# design 1

### Clock wiring as the flow saved it, design 1

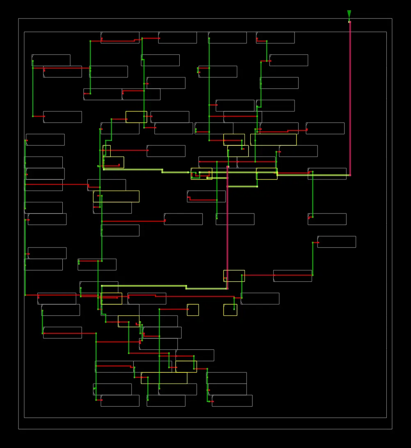

$ cat config.mk
export PLATFORM = sky130hd
export DESIGN_NAME = rram_cmd_sequencer
export DESIGN_NICKNAME = d
export VERILOG_FILES = /design/src/rtl/rram_cmd_sequencer.sv
export SDC_FILE = /design/constraint.sdc
export NUM_CORES = 1
export LEC_CHECK = 0
export CAP_MARGIN = 20
export CORE_ASPECT_RATIO = 1.1
export CORE_UTILIZATION = 35
export CTS_CLUSTER_DIAMETER = 50
export CTS_CLUSTER_SIZE = 8
export DETAILED_ROUTE_END_ITERATION = 8
export DONT_BUFFER_PORTS = 1
export GPL_ROUTABILITY_DRIVEN = 0
export MAX_ROUTING_LAYER = met4
export SLEW_MARGIN = 20
export SYNTH_ARGS = -nofsm -noshare
export SYNTH_HDL_FRONTEND = slang
export SYNTH_SLANG_ARGS = --single-unit
$ cat constraint.sdc
create_clock -name clk -period 4.3 [get_ports clk]
set_input_delay 0.86 -clock clk [delete_from_list [all_inputs] [get_ports clk]]
set_output_delay 0.86 -clock clk [all_outputs]
set_load 0.05 [all_outputs]
$ cat src/rtl/rram_cmd_sequencer.sv
// rtl/rram_cmd_sequencer.sv - RRAM host command sequencer driving CE/CLE/ALE/cmd/address/data pins
// Optional feature macro: RRAM_WRITE_VERIFY_EN (read-back verify after each write)
module rram_cmd_sequencer #(
    parameter int ADDR_W      = 8,
    parameter int CMD_HOLD    = 2,
    parameter int ALE_CYC     = 2,
    parameter int TIMEOUT_CYC = 255
) (
    input  logic              clk,
    input  logic              rst_n,
    input  logic              req_valid,
    output logic              req_ready,
    input  logic [1:0]        req_op,
    input  logic [ADDR_W-1:0] req_addr,
    input  logic [7:0]        req_wdata,
    output logic              rsp_valid,
    output logic [7:0]        rsp_rdata,
    output logic [1:0]        rsp_err,
    output logic              ce,
    output logic              cle,
    output logic              ale,
    output logic [3:0]        cmd,
    output logic [ADDR_W-1:0] addr_o,
    output logic [7:0]        dq_o,
    output logic              dq_oe,
    input  logic [7:0]        dq_i,
    input  logic              dev_ready,
    output logic              busy
);
    localparam int CNT_W  = $clog2(TIMEOUT_CYC + 1);
    localparam int PH_MAX = (CMD_HOLD > ALE_CYC) ? CMD_HOLD : ALE_CYC;
    localparam int PH_W   = (PH_MAX > 1) ? $clog2(PH_MAX) : 1;

    localparam logic [PH_W-1:0]  CMD_LAST = PH_W'(CMD_HOLD - 1);
    localparam logic [PH_W-1:0]  ALE_LAST = PH_W'(ALE_CYC - 1);
    localparam logic [CNT_W-1:0] TO_MAX   = CNT_W'(TIMEOUT_CYC);

    localparam logic [1:0] OP_READ  = 2'b00;
    localparam logic [1:0] OP_WRITE = 2'b01;
    localparam logic [1:0] OP_FORM  = 2'b10;
    localparam logic [1:0] OP_ILL   = 2'b11;

    localparam logic [1:0] ERR_OK  = 2'b00;
    localparam logic [1:0] ERR_TO  = 2'b01;
    localparam logic [1:0] ERR_ILL = 2'b10;
`ifdef RRAM_WRITE_VERIFY_EN
    localparam logic [1:0] ERR_VFY = 2'b11;
`endif

    typedef enum logic [3:0] {
        S_IDLE, S_SEL, S_CMD1, S_CMD2, S_ADDR, S_DATA, S_WAIT, S_RESP, S_VGAP
    } state_t;

    state_t            state_q, state_d;
    logic [PH_W-1:0]   ph_q, ph_d;
    logic [CNT_W-1:0]  wcnt_q, wcnt_d, wcnt_inc;
    logic [1:0]        op_q, op_d;
    logic [ADDR_W-1:0] addr_q, addr_d;
    logic [7:0]        wdata_q, wdata_d;
    logic              vfy_q, vfy_d;
    logic              rd_phase;

    logic              req_ready_q, req_ready_d;
    logic              rsp_valid_q, rsp_valid_d;
    logic [7:0]        rsp_rdata_q, rsp_rdata_d;
    logic [1:0]        rsp_err_q, rsp_err_d;
    logic              ce_q, ce_d, cle_q, cle_d, ale_q, ale_d;
    logic [3:0]        cmd_q, cmd_d;
    logic [ADDR_W-1:0] addr_o_q, addr_o_d;
    logic [7:0]        dq_o_q, dq_o_d;
    logic              dq_oe_q, dq_oe_d;
    logic              busy_q, busy_d;

    // The verify pass of a write reuses the read path (cmd 0001, no CMD2, no DATA).
    assign rd_phase = (op_q == OP_READ) || vfy_q;

    always_comb begin
        state_d     = state_q;
        ph_d        = ph_q;
        wcnt_d      = '0;
        op_d        = op_q;
        addr_d      = addr_q;
        wdata_d     = wdata_q;
        vfy_d       = vfy_q;
        rsp_rdata_d = rsp_rdata_q;
        rsp_err_d   = rsp_err_q;
        wcnt_inc    = (wcnt_q == TO_MAX) ? wcnt_q : wcnt_q + 1'b1;

        case (state_q)
            S_IDLE: begin
                if (req_valid && req_ready_q) begin
                    op_d    = req_op;
                    addr_d  = req_addr;
                    wdata_d = req_wdata;
                    if (req_op == OP_ILL) begin
                        state_d     = S_RESP;
                        rsp_err_d   = ERR_ILL;
                        rsp_rdata_d = '0;
                    end else begin
                        state_d = S_SEL;
                    end
                end
            end
            S_SEL: begin
                state_d = S_CMD1;
                ph_d    = '0;
            end
            S_CMD1: begin
                if (ph_q == CMD_LAST) begin
                    ph_d    = '0;
                    state_d = rd_phase ? S_ADDR : S_CMD2;
                end else begin
                    ph_d = ph_q + 1'b1;
                end
            end
            S_CMD2: begin
                if (ph_q == CMD_LAST) begin
                    ph_d    = '0;
                    state_d = S_ADDR;
                end else begin
                    ph_d = ph_q + 1'b1;
                end
            end
            S_ADDR: begin
                if (ph_q == ALE_LAST) begin
                    ph_d    = '0;
                    state_d = (op_q == OP_WRITE && !rd_phase) ? S_DATA : S_WAIT;
                end else begin
                    ph_d = ph_q + 1'b1;
                end
            end
            S_DATA: state_d = S_WAIT;
            S_WAIT: begin
                wcnt_d = wcnt_inc;
                // The first WAIT cycle (count 0) never completes, whatever dev_ready says.
                if (wcnt_q != '0 && dev_ready) begin
`ifdef RRAM_WRITE_VERIFY_EN
                    if (op_q == OP_WRITE && !vfy_q) begin
                        state_d = S_VGAP;
                        vfy_d   = 1'b1;
                    end else begin
                        state_d     = S_RESP;
                        rsp_rdata_d = rd_phase ? dq_i : 8'h00;
                        rsp_err_d   = (vfy_q && dq_i != wdata_q) ? ERR_VFY : ERR_OK;
                    end
`else
                    state_d     = S_RESP;
                    rsp_rdata_d = rd_phase ? dq_i : 8'h00;
                    rsp_err_d   = ERR_OK;
`endif
                end else if (wcnt_inc == TO_MAX) begin
                    state_d     = S_RESP;
                    rsp_rdata_d = 8'h00;
                    rsp_err_d   = ERR_TO;
                end
            end
            S_VGAP: state_d = S_SEL;
            S_RESP: begin
                state_d = S_IDLE;
                vfy_d   = 1'b0;
            end
            default: state_d = S_IDLE;
        endcase

        ce_d        = (state_d == S_IDLE) || (state_d == S_RESP) || (state_d == S_VGAP);
        cle_d       = (state_d == S_CMD1) || (state_d == S_CMD2);
        ale_d       = (state_d == S_ADDR);
        dq_oe_d     = (state_d == S_DATA);
        rsp_valid_d = (state_d == S_RESP);
        busy_d      = (state_d != S_IDLE);
        req_ready_d = (state_d == S_IDLE);
        addr_o_d    = ale_d ? addr_d : addr_o_q;
        dq_o_d      = dq_oe_d ? wdata_q : dq_o_q;

        // CMD1 -> CMD2 is a direct nibble swap; cmd only clears while deselected.
        if (ce_d) begin
            cmd_d = 4'b0000;
        end else if (state_d == S_CMD1) begin
            if (rd_phase)              cmd_d = 4'b0001;
            else if (op_q == OP_WRITE) cmd_d = 4'b0100;
            else                       cmd_d = 4'b0111;
        end else if (state_d == S_CMD2) begin
            cmd_d = (op_q == OP_FORM) ? 4'b0110 : 4'b0010;
        end else begin
            cmd_d = cmd_q;
        end
    end

    always_ff @(posedge clk or negedge rst_n) begin
        if (!rst_n) begin
            state_q     <= S_IDLE;
            ph_q        <= '0;
            wcnt_q      <= '0;
            op_q        <= 2'b00;
            addr_q      <= '0;
            wdata_q     <= 8'h00;
            vfy_q       <= 1'b0;
            req_ready_q <= 1'b1;
            rsp_valid_q <= 1'b0;
            rsp_rdata_q <= 8'h00;
            rsp_err_q   <= 2'b00;
            ce_q        <= 1'b1;
            cle_q       <= 1'b0;
            ale_q       <= 1'b0;
            cmd_q       <= 4'b0000;
            addr_o_q    <= '0;
            dq_o_q      <= 8'h00;
            dq_oe_q     <= 1'b0;
            busy_q      <= 1'b0;
        end else begin
            state_q     <= state_d;
            ph_q        <= ph_d;
            wcnt_q      <= wcnt_d;
            op_q        <= op_d;
            addr_q      <= addr_d;
            wdata_q     <= wdata_d;
            vfy_q       <= vfy_d;
            req_ready_q <= req_ready_d;
            rsp_valid_q <= rsp_valid_d;
            rsp_rdata_q <= rsp_rdata_d;
            rsp_err_q   <= rsp_err_d;
            ce_q        <= ce_d;
            cle_q       <= cle_d;
            ale_q       <= ale_d;
            cmd_q       <= cmd_d;
            addr_o_q    <= addr_o_d;
            dq_o_q      <= dq_o_d;
            dq_oe_q     <= dq_oe_d;
            busy_q      <= busy_d;
        end
    end

    assign req_ready = req_ready_q;
    assign rsp_valid = rsp_valid_q;
    assign rsp_rdata = rsp_rdata_q;
    assign rsp_err   = rsp_err_q;
    assign ce        = ce_q;
    assign cle       = cle_q;
    assign ale       = ale_q;
    assign cmd       = cmd_q;
    assign addr_o    = addr_o_q;
    assign dq_o      = dq_o_q;
    assign dq_oe     = dq_oe_q;
    assign busy      = busy_q;

endmodule

# design 2

==> src/rtl/train_sequencer.sv <==
// -----------------------------------------------------------------------------
// train_sequencer
//
// Master step sequencer of the train controller. It owns the 16-step route
// index and the dwell timer. It periodically strobes the condition
// synchronizer, samples the returned condition and advances the route index
// when the condition holds.
//
// Poll cycle: REQ (Enable strobe) -> SETTLE -> CHECK (sample Y) -> GAP.
// GAP lasts POLL_CYCLES cycles. The poll period is therefore 3 + POLL_CYCLES.
//
// Parameters
//   DWELL_CYCLES : cycles from step entry (or reset release) until TIMER rises
//   POLL_CYCLES  : idle cycles between consecutive polls (>= 1)
//   CW           : dwell counter width
//
// Ports
//   CLK      in   system clock, rising edge
//   RST_N    in   asynchronous active-low reset
//   Run      in   sequencing permitted (sampled in IDLE and at end of GAP)
//   Y        in   condition result from the synchronizer (sampled in CHECK)
//   Selector out  current step index 0..15
//   Enable   out  one-cycle evaluation strobe
//   TIMER    out  dwell elapsed in current step (level, saturating)
//   Advance  out  one-cycle pulse in the first cycle a new Selector is visible
//   Busy     out  FSM not in IDLE
//
// All outputs come straight from flops; Y and Run only reach the outputs
// through the next-state logic.
// -----------------------------------------------------------------------------
module train_sequencer #(
  parameter int unsigned DWELL_CYCLES = 1000,
  parameter int unsigned POLL_CYCLES  = 4,
  parameter int unsigned CW           = 24
) (
  input  logic       CLK,
  input  logic       RST_N,
  input  logic       Run,
  input  logic       Y,
  output logic [3:0] Selector,
  output logic       Enable,
  output logic       TIMER,
  output logic       Advance,
  output logic       Busy
);

  typedef enum logic [2:0] {
    IDLE   = 3'd0,
    REQ    = 3'd1,
    SETTLE = 3'd2,
    CHECK  = 3'd3,
    GAP    = 3'd4
  } state_e;

  // The gap counter runs 0 .. POLL_CYCLES-1.
  localparam int GW = (POLL_CYCLES > 1) ? $clog2(POLL_CYCLES) : 1;
  localparam logic [GW-1:0] GAP_LAST  = GW'(POLL_CYCLES - 1);
  localparam logic [CW-1:0] DWELL_MAX = CW'(DWELL_CYCLES);

  state_e          state_q, state_d;
  logic [GW-1:0]   gap_q,   gap_d;
  logic [3:0]      sel_q,   sel_d;
  logic [CW-1:0]   cnt_q,   cnt_d;
  logic            timer_q, timer_d;
  logic            adv_q,   adv_d;
  logic            en_q,    en_d;
  logic            busy_q,  busy_d;
  logic            advance_now;

  // An advance is decided at the edge that ends CHECK.
  assign advance_now = (state_q == CHECK) && Y;

  // Next-state and next-output logic
  always_comb begin
    state_d = state_q;
    gap_d   = gap_q;
    sel_d   = sel_q;
    adv_d   = 1'b0;

    unique case (state_q)
      IDLE: begin
        if (Run) state_d = REQ;
      end
      REQ: begin
        state_d = SETTLE;
      end
      SETTLE: begin
        state_d = CHECK;
      end
      CHECK: begin
        gap_d   = '0;
        state_d = GAP;
        if (Y) begin
          sel_d = sel_q + 4'd1;
          adv_d = 1'b1;
        end
      end
      GAP: begin
        if (gap_q == GAP_LAST) begin
          gap_d   = '0;
          state_d = Run ? REQ : IDLE;
        end else begin
          gap_d = gap_q + 1'b1;
        end
      end
      default: begin
        state_d = IDLE;
        gap_d   = '0;
      end
    endcase

    // Dwell counter runs in every state. An advance in the same cycle as
    // saturation wins, so the counter restarts from zero.
    if (advance_now) begin
      cnt_d = '0;
    end else if (cnt_q != DWELL_MAX) begin
      cnt_d = cnt_q + 1'b1;
    end else begin
      cnt_d = cnt_q;
    end

    // TIMER, Enable and Busy are registered copies of what the next state
    // implies, so they line up with the state they describe.
    timer_d = (cnt_d == DWELL_MAX);
    en_d    = (state_d == REQ);
    busy_d  = (state_d != IDLE);
  end

  always_ff @(posedge CLK or negedge RST_N) begin
    if (!RST_N) begin
      state_q <= IDLE;
      gap_q   <= '0;
      sel_q   <= 4'd0;
      cnt_q   <= '0;
      timer_q <= 1'b0;
      adv_q   <= 1'b0;
      en_q    <= 1'b0;
      busy_q  <= 1'b0;
    end else begin
      state_q <= state_d;
      gap_q   <= gap_d;
      sel_q   <= sel_d;
      cnt_q   <= cnt_d;
      timer_q <= timer_d;
      adv_q   <= adv_d;
      en_q    <= en_d;
      busy_q  <= busy_d;
    end
  end

  assign Selector = sel_q;
  assign Enable   = en_q;
  assign TIMER    = timer_q;
  assign Advance  = adv_q;
  assign Busy     = busy_q;

endmodule

==> config.mk <==
export PLATFORM = sky130hd
export DESIGN_NAME = train_sequencer
export DESIGN_NICKNAME = d
export VERILOG_FILES = /design/src/rtl/train_sequencer.sv
export SDC_FILE = /design/constraint.sdc
export NUM_CORES = 1
export LEC_CHECK = 0
export ABC_AREA = 0
export ABC_CLOCK_PERIOD_IN_PS = 3700
export CAP_MARGIN = 20
export CORE_UTILIZATION = 63
export DETAILED_ROUTE_END_ITERATION = 7
export PLACE_DENSITY_LB_ADDON = 0.15
export SLEW_MARGIN = 20
export SYNTH_ARGS = -nofsm -noshare
export SYNTH_HDL_FRONTEND = slang
export SYNTH_SLANG_ARGS = --single-unit
==> constraint.sdc <==
create_clock -name CLK -period 3.7 [get_ports CLK]
set_clock_uncertainty 0.2 [all_clocks]
set_input_delay 0.37 -clock CLK [delete_from_list [all_inputs] [get_ports CLK]]
set_output_delay 0.37 -clock CLK [all_outputs]
set_load 0.02 [all_outputs]
### Sequential cells coloured by netlist name, design 1

Other sequential cells in the stronger grey, the rest of the logic in the fainter grey.
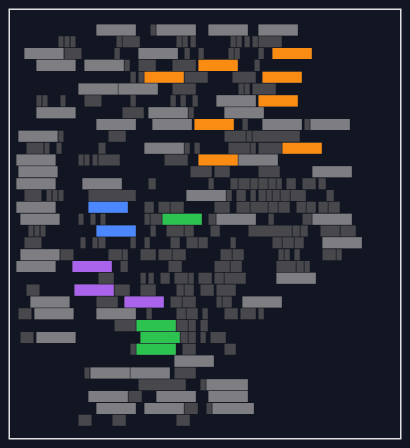
legend:
  op_q:
    colour: blue
    sequential_cells: 2
  state_q:
    colour: green
    sequential_cells: 4
  cmd:
    colour: purple
    sequential_cells: 3
  addr_o:
    colour: orange
    sequential_cells: 8
    where: top centre

### Clock distribution, design 1

Bar = 20 um.
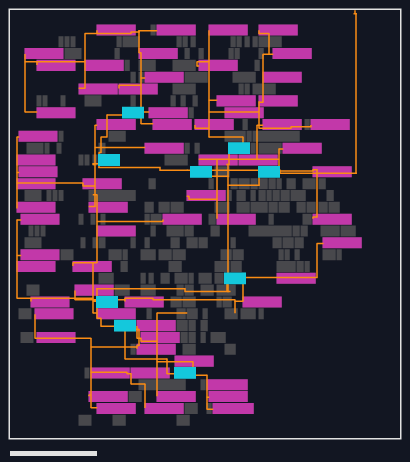
legend:
  clock drivers:
    colour: cyan
    count: 9
  flip-flops:
    colour: magenta
    count: 67
  clock wires:
    colour: orange
    length: 890 um
routed clock nets: 10
flops lie: widely spread
power in the clock group: 0.000648 W
clock power share: 27.3%
Clock Latency Late Sink: 0.34 ns
Final Skew: 0.00931 ns

## Picture notes: 'Clock wiring as the flow saved it' of design 1
clock sink count: 67
CTS Buf Count: 9
flip-flops: 67
# clk buffers: 10

==> job_summary.md, design 1 <==
### Flow metrics

| Metric | Value |
|---|---|
| CP cell instances | `or4_4, o41ai_4, nor2_2, or4_4, or4_1, mux2_4` |
| Startpoint Class | `register` |
| Post-route ant nets | `0` |
| Critical path peak fanout | `9` |
| Pre-CTS setup slack | `1.03 ns` |
| Setup bufs post-CTS | `0` |
| Logic area | `0.00116 mm2` |
| Hold Crit Class | `input pin to async pin` |
| Max Slew Vio Count | `0` |
| Arrival @ worst endpoint | `3.49 ns` |
| PostCTS Resize Cnt | `0` |
| Switching share of power | `39.3%` |
| Most used cell, CP | `or4_4` |
| Post-DR wirelength/cell | `16.2 um` |
| Total of max-cap violations | `0` |
| Bufs w/o clock | `4` |
| Status | `complete, no violations` |
| TritonRoute pass-1 iters | `7` |
| Largest delay share family, worst path | `simple AND/OR/NAND/NOR gates` |
| Final worst-path cycle share | `75.9%` |
| CTS H-tree lvls | `3` |
| DRC violations left | `0` |
| Iter 0 DRT Violations | `100` |
| CTS clk-pin slew, worst paths | `0.07 ns` |
| Vias | `1964` |
| Most instantiated logic cell after routing | `dfrtp_1` |
| Row cnt | `34` |
| CTS Hold Bufs | `0` |
| Clock buf/inv share | `7.54%` |
| Crit path capture type | `register` |
| Ys async rst share | `100%` |
| Critical path type | `register to register` |
| Register Area | `0.00168 mm2` |
| Boundary Pins | `67` |
| Final Hold Vio Count | `0` |
| Root Driver | `clkbuf_8` |
| Vias in the first global route | `1989` |
| Number of enable flip-flop cells | `0` |
| Post-synth seq share | `56.8%` |
design 1: routing by layer:
layer	part of all wire [%]	vias up	global-route usage, %	wire length (um)
li1	-	934	-	-
met1	47	976	21.2	2910
met2	48	48	23.4	2950
met3	4.4	6	4.94	276
met4	1.0	0	5.49	65
met5	0	-	-	0
design 1: worst register-to-register path: cells and delay by family (launching register included):
kind	cells	cell delay [ns]
simple gates	4	2.00
flops	1	0.47
mux	1	0.39
compound gates	1	0.30
design 1: path summary, 6_finish.rpt:
check / to / cells past startpoint / startpoint / slack [ns]
max reg2reg: addr_o[1] / 6 / wcnt_q[4] / 1.04
min in group clk: wdata_q[6] / 2 / wdata_q[6] / 0.47
min: rsp_err[0] / 0 / rst_n / 0.21
min reg2reg: wdata_q[6] / 2 / wdata_q[6] / 0.47
max in group asynchronous: ce / 0 / rst_n / 3.86
max: addr_o[1] / 6 / wcnt_q[4] / 1.04
design 1: flip-flops by register name (all words and copies together) (netlist names), 2 cells and up:
| register | flops |
|---|---|
| addr_o | 8 |
| addr_q | 8 |
| dq_o | 8 |
| rsp_rdata | 8 |
| wcnt_q | 8 |
| wdata_q | 8 |
| state_q | 4 |
| cmd | 3 |
| op_q | 2 |
| rsp_err | 2 |
### Clock wiring as the flow saved it, design 2

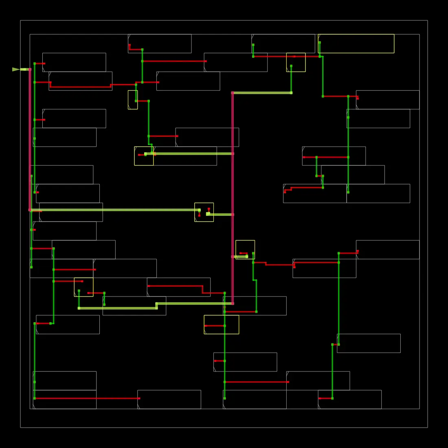
clock sink count: 37
CTS Buf Count: 5
flip-flops: 37
# clk buffers: 7
power in the clock group: 0.000294 W

==> job_summary.md, design 2 <==
### Flow metrics

| Metric | Value |
|---|---|
| Achievable Freq | `0.380 GHz` |
| Synth Cell Area | `0.00206 mm2` |
| Data required, critical path | `3.75 ns` |
| Initial antenna violation count | `0` |
| Dominant flop cell | `dfrtp_1` |
| Vias | `1656` |
| Met1 Use GR | `39.5%` |
| Slew margin rel. | `63.7%` |
| Status | `complete, no violations` |
| Mux share | `1.52%` |
| Total GRT Usage | `29.7%` |
| Hold Crit Class | `register to register` |
| Max FFs per register | `24` |
| GR Util met2 | `47.7%` |
| Hold Startpoint | `Selector[3]` |
| Yosys cell types | `51` |
| Static leakage | `0.930 nW` |
| TritonRoute pass-1 iters | `4` |
| Mapped Nets | `219` |
| Root Driver | `clkbuf_4` |
| Post-synth seq share | `45.0%` |
| Max Slew Vio Count | `0` |
| Simple-gate portion of the synthesized area | `27.9%` |
| Pwr dens | `783 mW/mm2` |
| Crit path buf inv count | `0` |
| Clock Latency Late Sink | `0.35 ns` |
| Gpl congestion | `0.945` |
| Dpl cell area | `0.00218 mm2` |
| WHS | `0.278 ns` |
| Syn Area/Cell | `9.75 um2` |
| Yosys top cell by instances | `dfrtp_1` |
| Xor/xnor share | `8.94%` |
| CTS Hold Bufs | `0` |
| Comb area leader | `simple AND/OR/NAND/NOR gates` |
| Most instantiated logic cell after routing | `dfrtp_1` |
| Worst VDD drop | `425 uV` |
| Crit-path slowest cell | `or3_1` |
| Antenna cells | `0` |
| DRC violations left | `0` |
[design 2: per-layer routing]
metal	vias up	part of all wire [%]	wire, um
li1	774	-	-
met1	808	43	1950
met2	65	50	2250
met3	9	5.0	226
met4	0	1.6	74
met5	-	0	0
[design 2: path summary, 6_finish.rpt]
kind	end	slack, ns	depth (start not counted)
setup reg to reg	TIMER	1.07	6
hold / removal	Selector[3]	0.28	1
hold reg to reg	Selector[3]	0.28	1
setup / recovery	TIMER	1.07	6
max in group asynchronous	cnt_q[2]	2.45	3
min in group asynchronous	cnt_q[20]	0.32	2
[design 2: power by group]
part	internal [W]	switching [W]	total [W]
Clock	0.000161	0.000132	0.000294
Sequential	0.000564	0.000252	0.000816
Combinational	0.000312	0.000359	0.000671
Total	0.00104	0.000743	0.00178
[design 2: area by class of cell]
class,instances,area (um2)
repair buffers,16,145
clock buffers,7,55.1
fillers,222,805
inverters,9,33.8
multi-input cells,152,1030
well taps,44,55.1
clock inverters,1,30.0
flip-flops and latches,37,926
[design 2: per-stage QoR]
step,utilization [%],setup WS [ns]
6_report,73.9,1.07
5_1_grt,73.9,0.923
4_1_cts,73.7,1.09
3_5_place_dp,70.9,0.894
3_3_place_gp,70.9,1.02
2_1_floorplan,-,1.34

==> screenshots <==
Cells coloured by class.
panel A
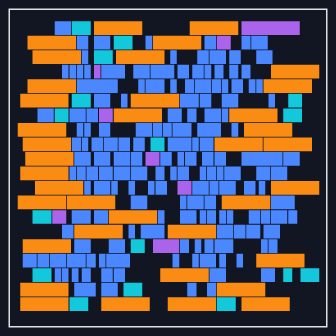
panel B
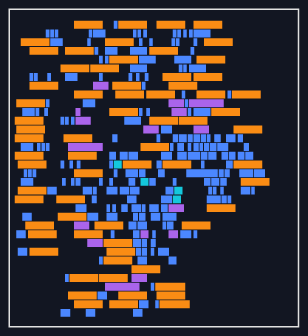
| from | picture |
|---|---|
| design 1 | panel B |
| design 2 | panel A |
Of these, most sequential cells: panel B
Of these, highest utilization: panel A

Key to panel A:
legend:
  clock drivers and dummy loads:
    colour: purple
    cells: 8
    share_of_their_area: 3.8%
  sequential cells:
    colour: orange
    cells: 37
    share_of_their_area: 42%
  combinational and other logic:
    colour: blue
    cells: 161
    share_of_their_area: 48%
  remaining buffers and delay cells:
    colour: cyan
    cells: 16
    share_of_their_area: 6.5%


# design 3

### Cells coloured by class, design 3

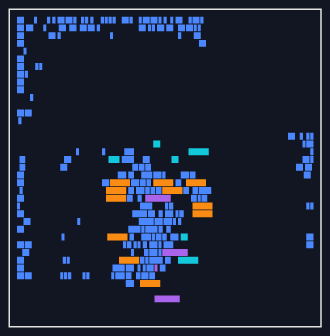
==> src/rtl/wb_mem_arbiter.sv <==
// Two-master Wishbone arbiter for the shared image-memory port.
// Round-robin on cycle boundaries, with a watchdog that turns a hung slave into err.
module wb_mem_arbiter #(
    parameter int AW      = 22,
    parameter int DW      = 32,
    parameter int TIMEOUT = 255
) (
    input  logic          clk_i,
    input  logic          rst_i,
    input  logic          m0_cyc_i,
    input  logic          m0_stb_i,
    input  logic          m0_we_i,
    input  logic [AW-1:0] m0_adr_i,
    input  logic [DW-1:0] m0_dat_i,
    output logic [DW-1:0] m0_dat_o,
    output logic          m0_ack_o,
    output logic          m0_err_o,
    input  logic          m1_cyc_i,
    input  logic          m1_stb_i,
    input  logic          m1_we_i,
    input  logic [AW-1:0] m1_adr_i,
    input  logic [DW-1:0] m1_dat_i,
    output logic [DW-1:0] m1_dat_o,
    output logic          m1_ack_o,
    output logic          m1_err_o,
    output logic          s_cyc_o,
    output logic          s_stb_o,
    output logic          s_we_o,
    output logic [AW-1:0] s_adr_o,
    output logic [DW-1:0] s_dat_o,
    input  logic [DW-1:0] s_dat_i,
    input  logic          s_ack_i,
    output logic [1:0]    gnt_o
);

    localparam int CW = $clog2(TIMEOUT + 1);

    typedef enum logic [1:0] {
        IDLE = 2'd0,
        GNT0 = 2'd1,
        GNT1 = 2'd2
    } state_t;

    state_t        r_state;
    state_t        w_state_nxt;
    logic          r_last;
    logic          w_last_nxt;
    logic [CW-1:0] r_cnt;
    logic [CW-1:0] w_cnt_nxt;
    logic          w_stb;
    logic          w_fire;

    always_ff @(posedge clk_i) begin
        if (rst_i) begin
            r_state <= IDLE;
            r_last  <= 1'b1;
            r_cnt   <= '0;
        end else begin
            r_state <= w_state_nxt;
            r_last  <= w_last_nxt;
            r_cnt   <= w_cnt_nxt;
        end
    end

    always_comb begin
        w_state_nxt = r_state;
        w_last_nxt  = r_last;
        w_stb       = 1'b0;
        s_cyc_o     = 1'b0;
        s_we_o      = 1'b0;
        s_adr_o     = '0;
        s_dat_o     = '0;
        case (r_state)
            IDLE: begin
                if (m0_cyc_i && m1_cyc_i)
                    w_state_nxt = r_last ? GNT0 : GNT1;
                else if (m0_cyc_i)
                    w_state_nxt = GNT0;
                else if (m1_cyc_i)
                    w_state_nxt = GNT1;
            end
            GNT0: begin
                s_cyc_o = m0_cyc_i;
                w_stb   = m0_stb_i;
                s_we_o  = m0_we_i;
                s_adr_o = m0_adr_i;
                s_dat_o = m0_dat_i;
                if (!m0_cyc_i)
                    w_state_nxt = m1_cyc_i ? GNT1 : IDLE;
            end
            GNT1: begin
                s_cyc_o = m1_cyc_i;
                w_stb   = m1_stb_i;
                s_we_o  = m1_we_i;
                s_adr_o = m1_adr_i;
                s_dat_o = m1_dat_i;
                if (!m1_cyc_i)
                    w_state_nxt = m0_cyc_i ? GNT0 : IDLE;
            end
            default: w_state_nxt = IDLE;
        endcase

        if (w_state_nxt == GNT0)
            w_last_nxt = 1'b0;
        else if (w_state_nxt == GNT1)
            w_last_nxt = 1'b1;

        // A late ack in the timeout cycle still completes the access
        w_fire  = w_stb && !s_ack_i && (r_cnt == CW'(TIMEOUT));
        s_stb_o = w_stb && !w_fire;

        if ((w_state_nxt != r_state) || !w_stb || s_ack_i || w_fire)
            w_cnt_nxt = '0;
        else
            w_cnt_nxt = r_cnt + CW'(1);

        m0_ack_o = s_ack_i && (r_state == GNT0) && m0_stb_i;
        m1_ack_o = s_ack_i && (r_state == GNT1) && m1_stb_i;
        m0_err_o = w_fire && (r_state == GNT0);
        m1_err_o = w_fire && (r_state == GNT1);
        gnt_o    = {r_state == GNT1, r_state == GNT0};
        m0_dat_o = s_dat_i;
        m1_dat_o = s_dat_i;
    end

endmodule

==> config.mk <==
export PLATFORM = sky130hd
export DESIGN_NAME = wb_mem_arbiter
export DESIGN_NICKNAME = d
export VERILOG_FILES = /design/src/rtl/wb_mem_arbiter.sv
export SDC_FILE = /design/constraint.sdc
export NUM_CORES = 1
export LEC_CHECK = 0
export CORE_AREA = 2 2 107 109
export DETAILED_ROUTE_END_ITERATION = 16
export DIE_AREA = 0 0 109 111
export DONT_BUFFER_PORTS = 1
export SLEW_MARGIN = 40
export SYNTH_ARGS = -nofsm -noshare
export SYNTH_HDL_FRONTEND = slang
export SYNTH_SLANG_ARGS = --single-unit
==> constraint.sdc <==
create_clock -name clk_i -period 2.5 [get_ports clk_i]
set_clock_uncertainty 0.05 [all_clocks]
set_input_delay 0.375 -clock clk_i [delete_from_list [all_inputs] [get_ports clk_i]]
set_output_delay 0.375 -clock clk_i [all_outputs]
set_load 0.01 [all_outputs]
==> job_summary.md <==
### Flow metrics

| Metric | Value |
|---|---|
| Status | `complete, no violations` |
| Met1 Use GR | `12.3%` |
| Critical path depth | `5` |
| Mux share | `0.496%` |
| Area reported by Yosys stat | `0.00202 mm2` |
| Yosys top cell by instances | `buf_4` |
| Largest buffer count on any clock path | `2` |
| Flip-flops | `11` |
| GR Util met2 | `20.1%` |
| Final Hold Vio Count | `0` |
| Row cnt | `39` |
| Gpl congestion | `0.856` |
| Arrival @ worst endpoint | `1.95 ns` |
| Vias | `1845` |
| Most frequent cells in the layout | `nor2_1 (59), a22oi_1 (55), dfxtp_1 (11)` |
| PostCTS Resize Cnt | `0` |
| Count of tool warnings | `31` |
| Synth area leader | `buf_4` |
| Root Driver | `clkbuf_16` |
| Vias per std cell | `5.14` |
| Simple-gate portion of the synthesized area | `22.7%` |
| Final worst-path cycle share | `94.8%` |
| Util after Layout | `15.9%` |
| Yosys cell types | `37` |
## Picture notes: 'Cells coloured by class' of design 3
legend:
  sequential cells:
    colour: orange
    cells: 11
    share_of_their_area: 14%
  remaining buffers and delay cells:
    colour: cyan
    cells: 6
    share_of_their_area: 4.7%
  combinational and other logic:
    colour: blue
    cells: 195
    share_of_their_area: 76%
  clock drivers and dummy loads:
    colour: purple
    cells: 4
    share_of_their_area: 5.0%

[flip-flops by register name (all words and copies together) (netlist names)]
signal / cells
r_last: 1
r_state: 2
r_cnt: 8
[report_power, final]
| part | switching [W] | internal [W] | total (W) |
|---|---|---|---|
| sequential | 0.0000135 | 0.000185 | 0.000198 |
| clock | 0.0000895 | 0.000215 | 0.000305 |
| combinational | 0.000415 | 0.000207 | 0.000623 |
[path summary, 6_finish.rpt]
path	startpoint	slack, ns	end
worst max-delay path	r_state[1]	0.13	s_adr_o[13]
worst min-delay path	rst_i	0.16	r_state[0]
worst max register to register	r_state[0]	0.23	r_cnt[3]
worst min register to register	r_cnt[0]	0.41	r_cnt[0]
[stage by stage]
step           cells  setup TNS, ns  hold slack, ns  power [W]  setup slack (ns)
4_1_cts          359              0           0.153    0.00113            0.0794
3_5_place_dp     355              0           0.396   0.000824             0.267
6_report         359              0           0.157    0.00113             0.129
2_1_floorplan    294              0           0.371   0.000794             0.429
5_1_grt          359       -0.00375           0.157    0.00120          -0.00375
3_3_place_gp     355              0           0.392   0.000803             0.306


==> gallery <==
Wiring heat map.
(a)
The die is cut into 22 by 22 equal tiles; dark blue is low, red is high, scaled to the fullest tile. Values are wire area over tile area, all layers added.
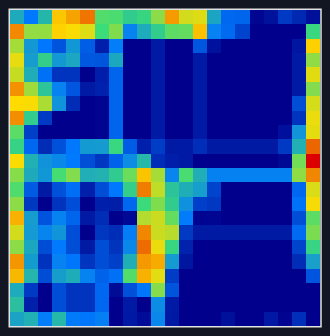
(b)
The die is cut into 18 by 20 equal tiles; dark blue is low, red is high, scaled to the fullest tile. Values are wire area over tile area, all layers added.
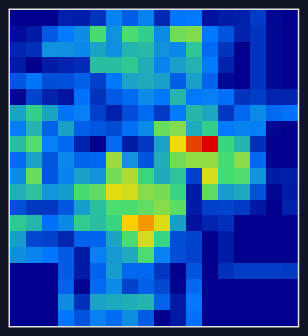
(c)
The die is cut into 12 by 12 equal tiles; dark blue is low, red is high, scaled to the fullest tile. Values are wire area over tile area, all layers added.
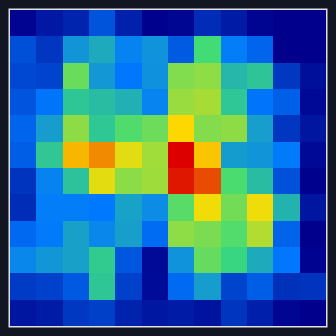
- (b) = design 1
- (a) = design 3
- (c) = design 2

Power and IR drop assume default switching activity.
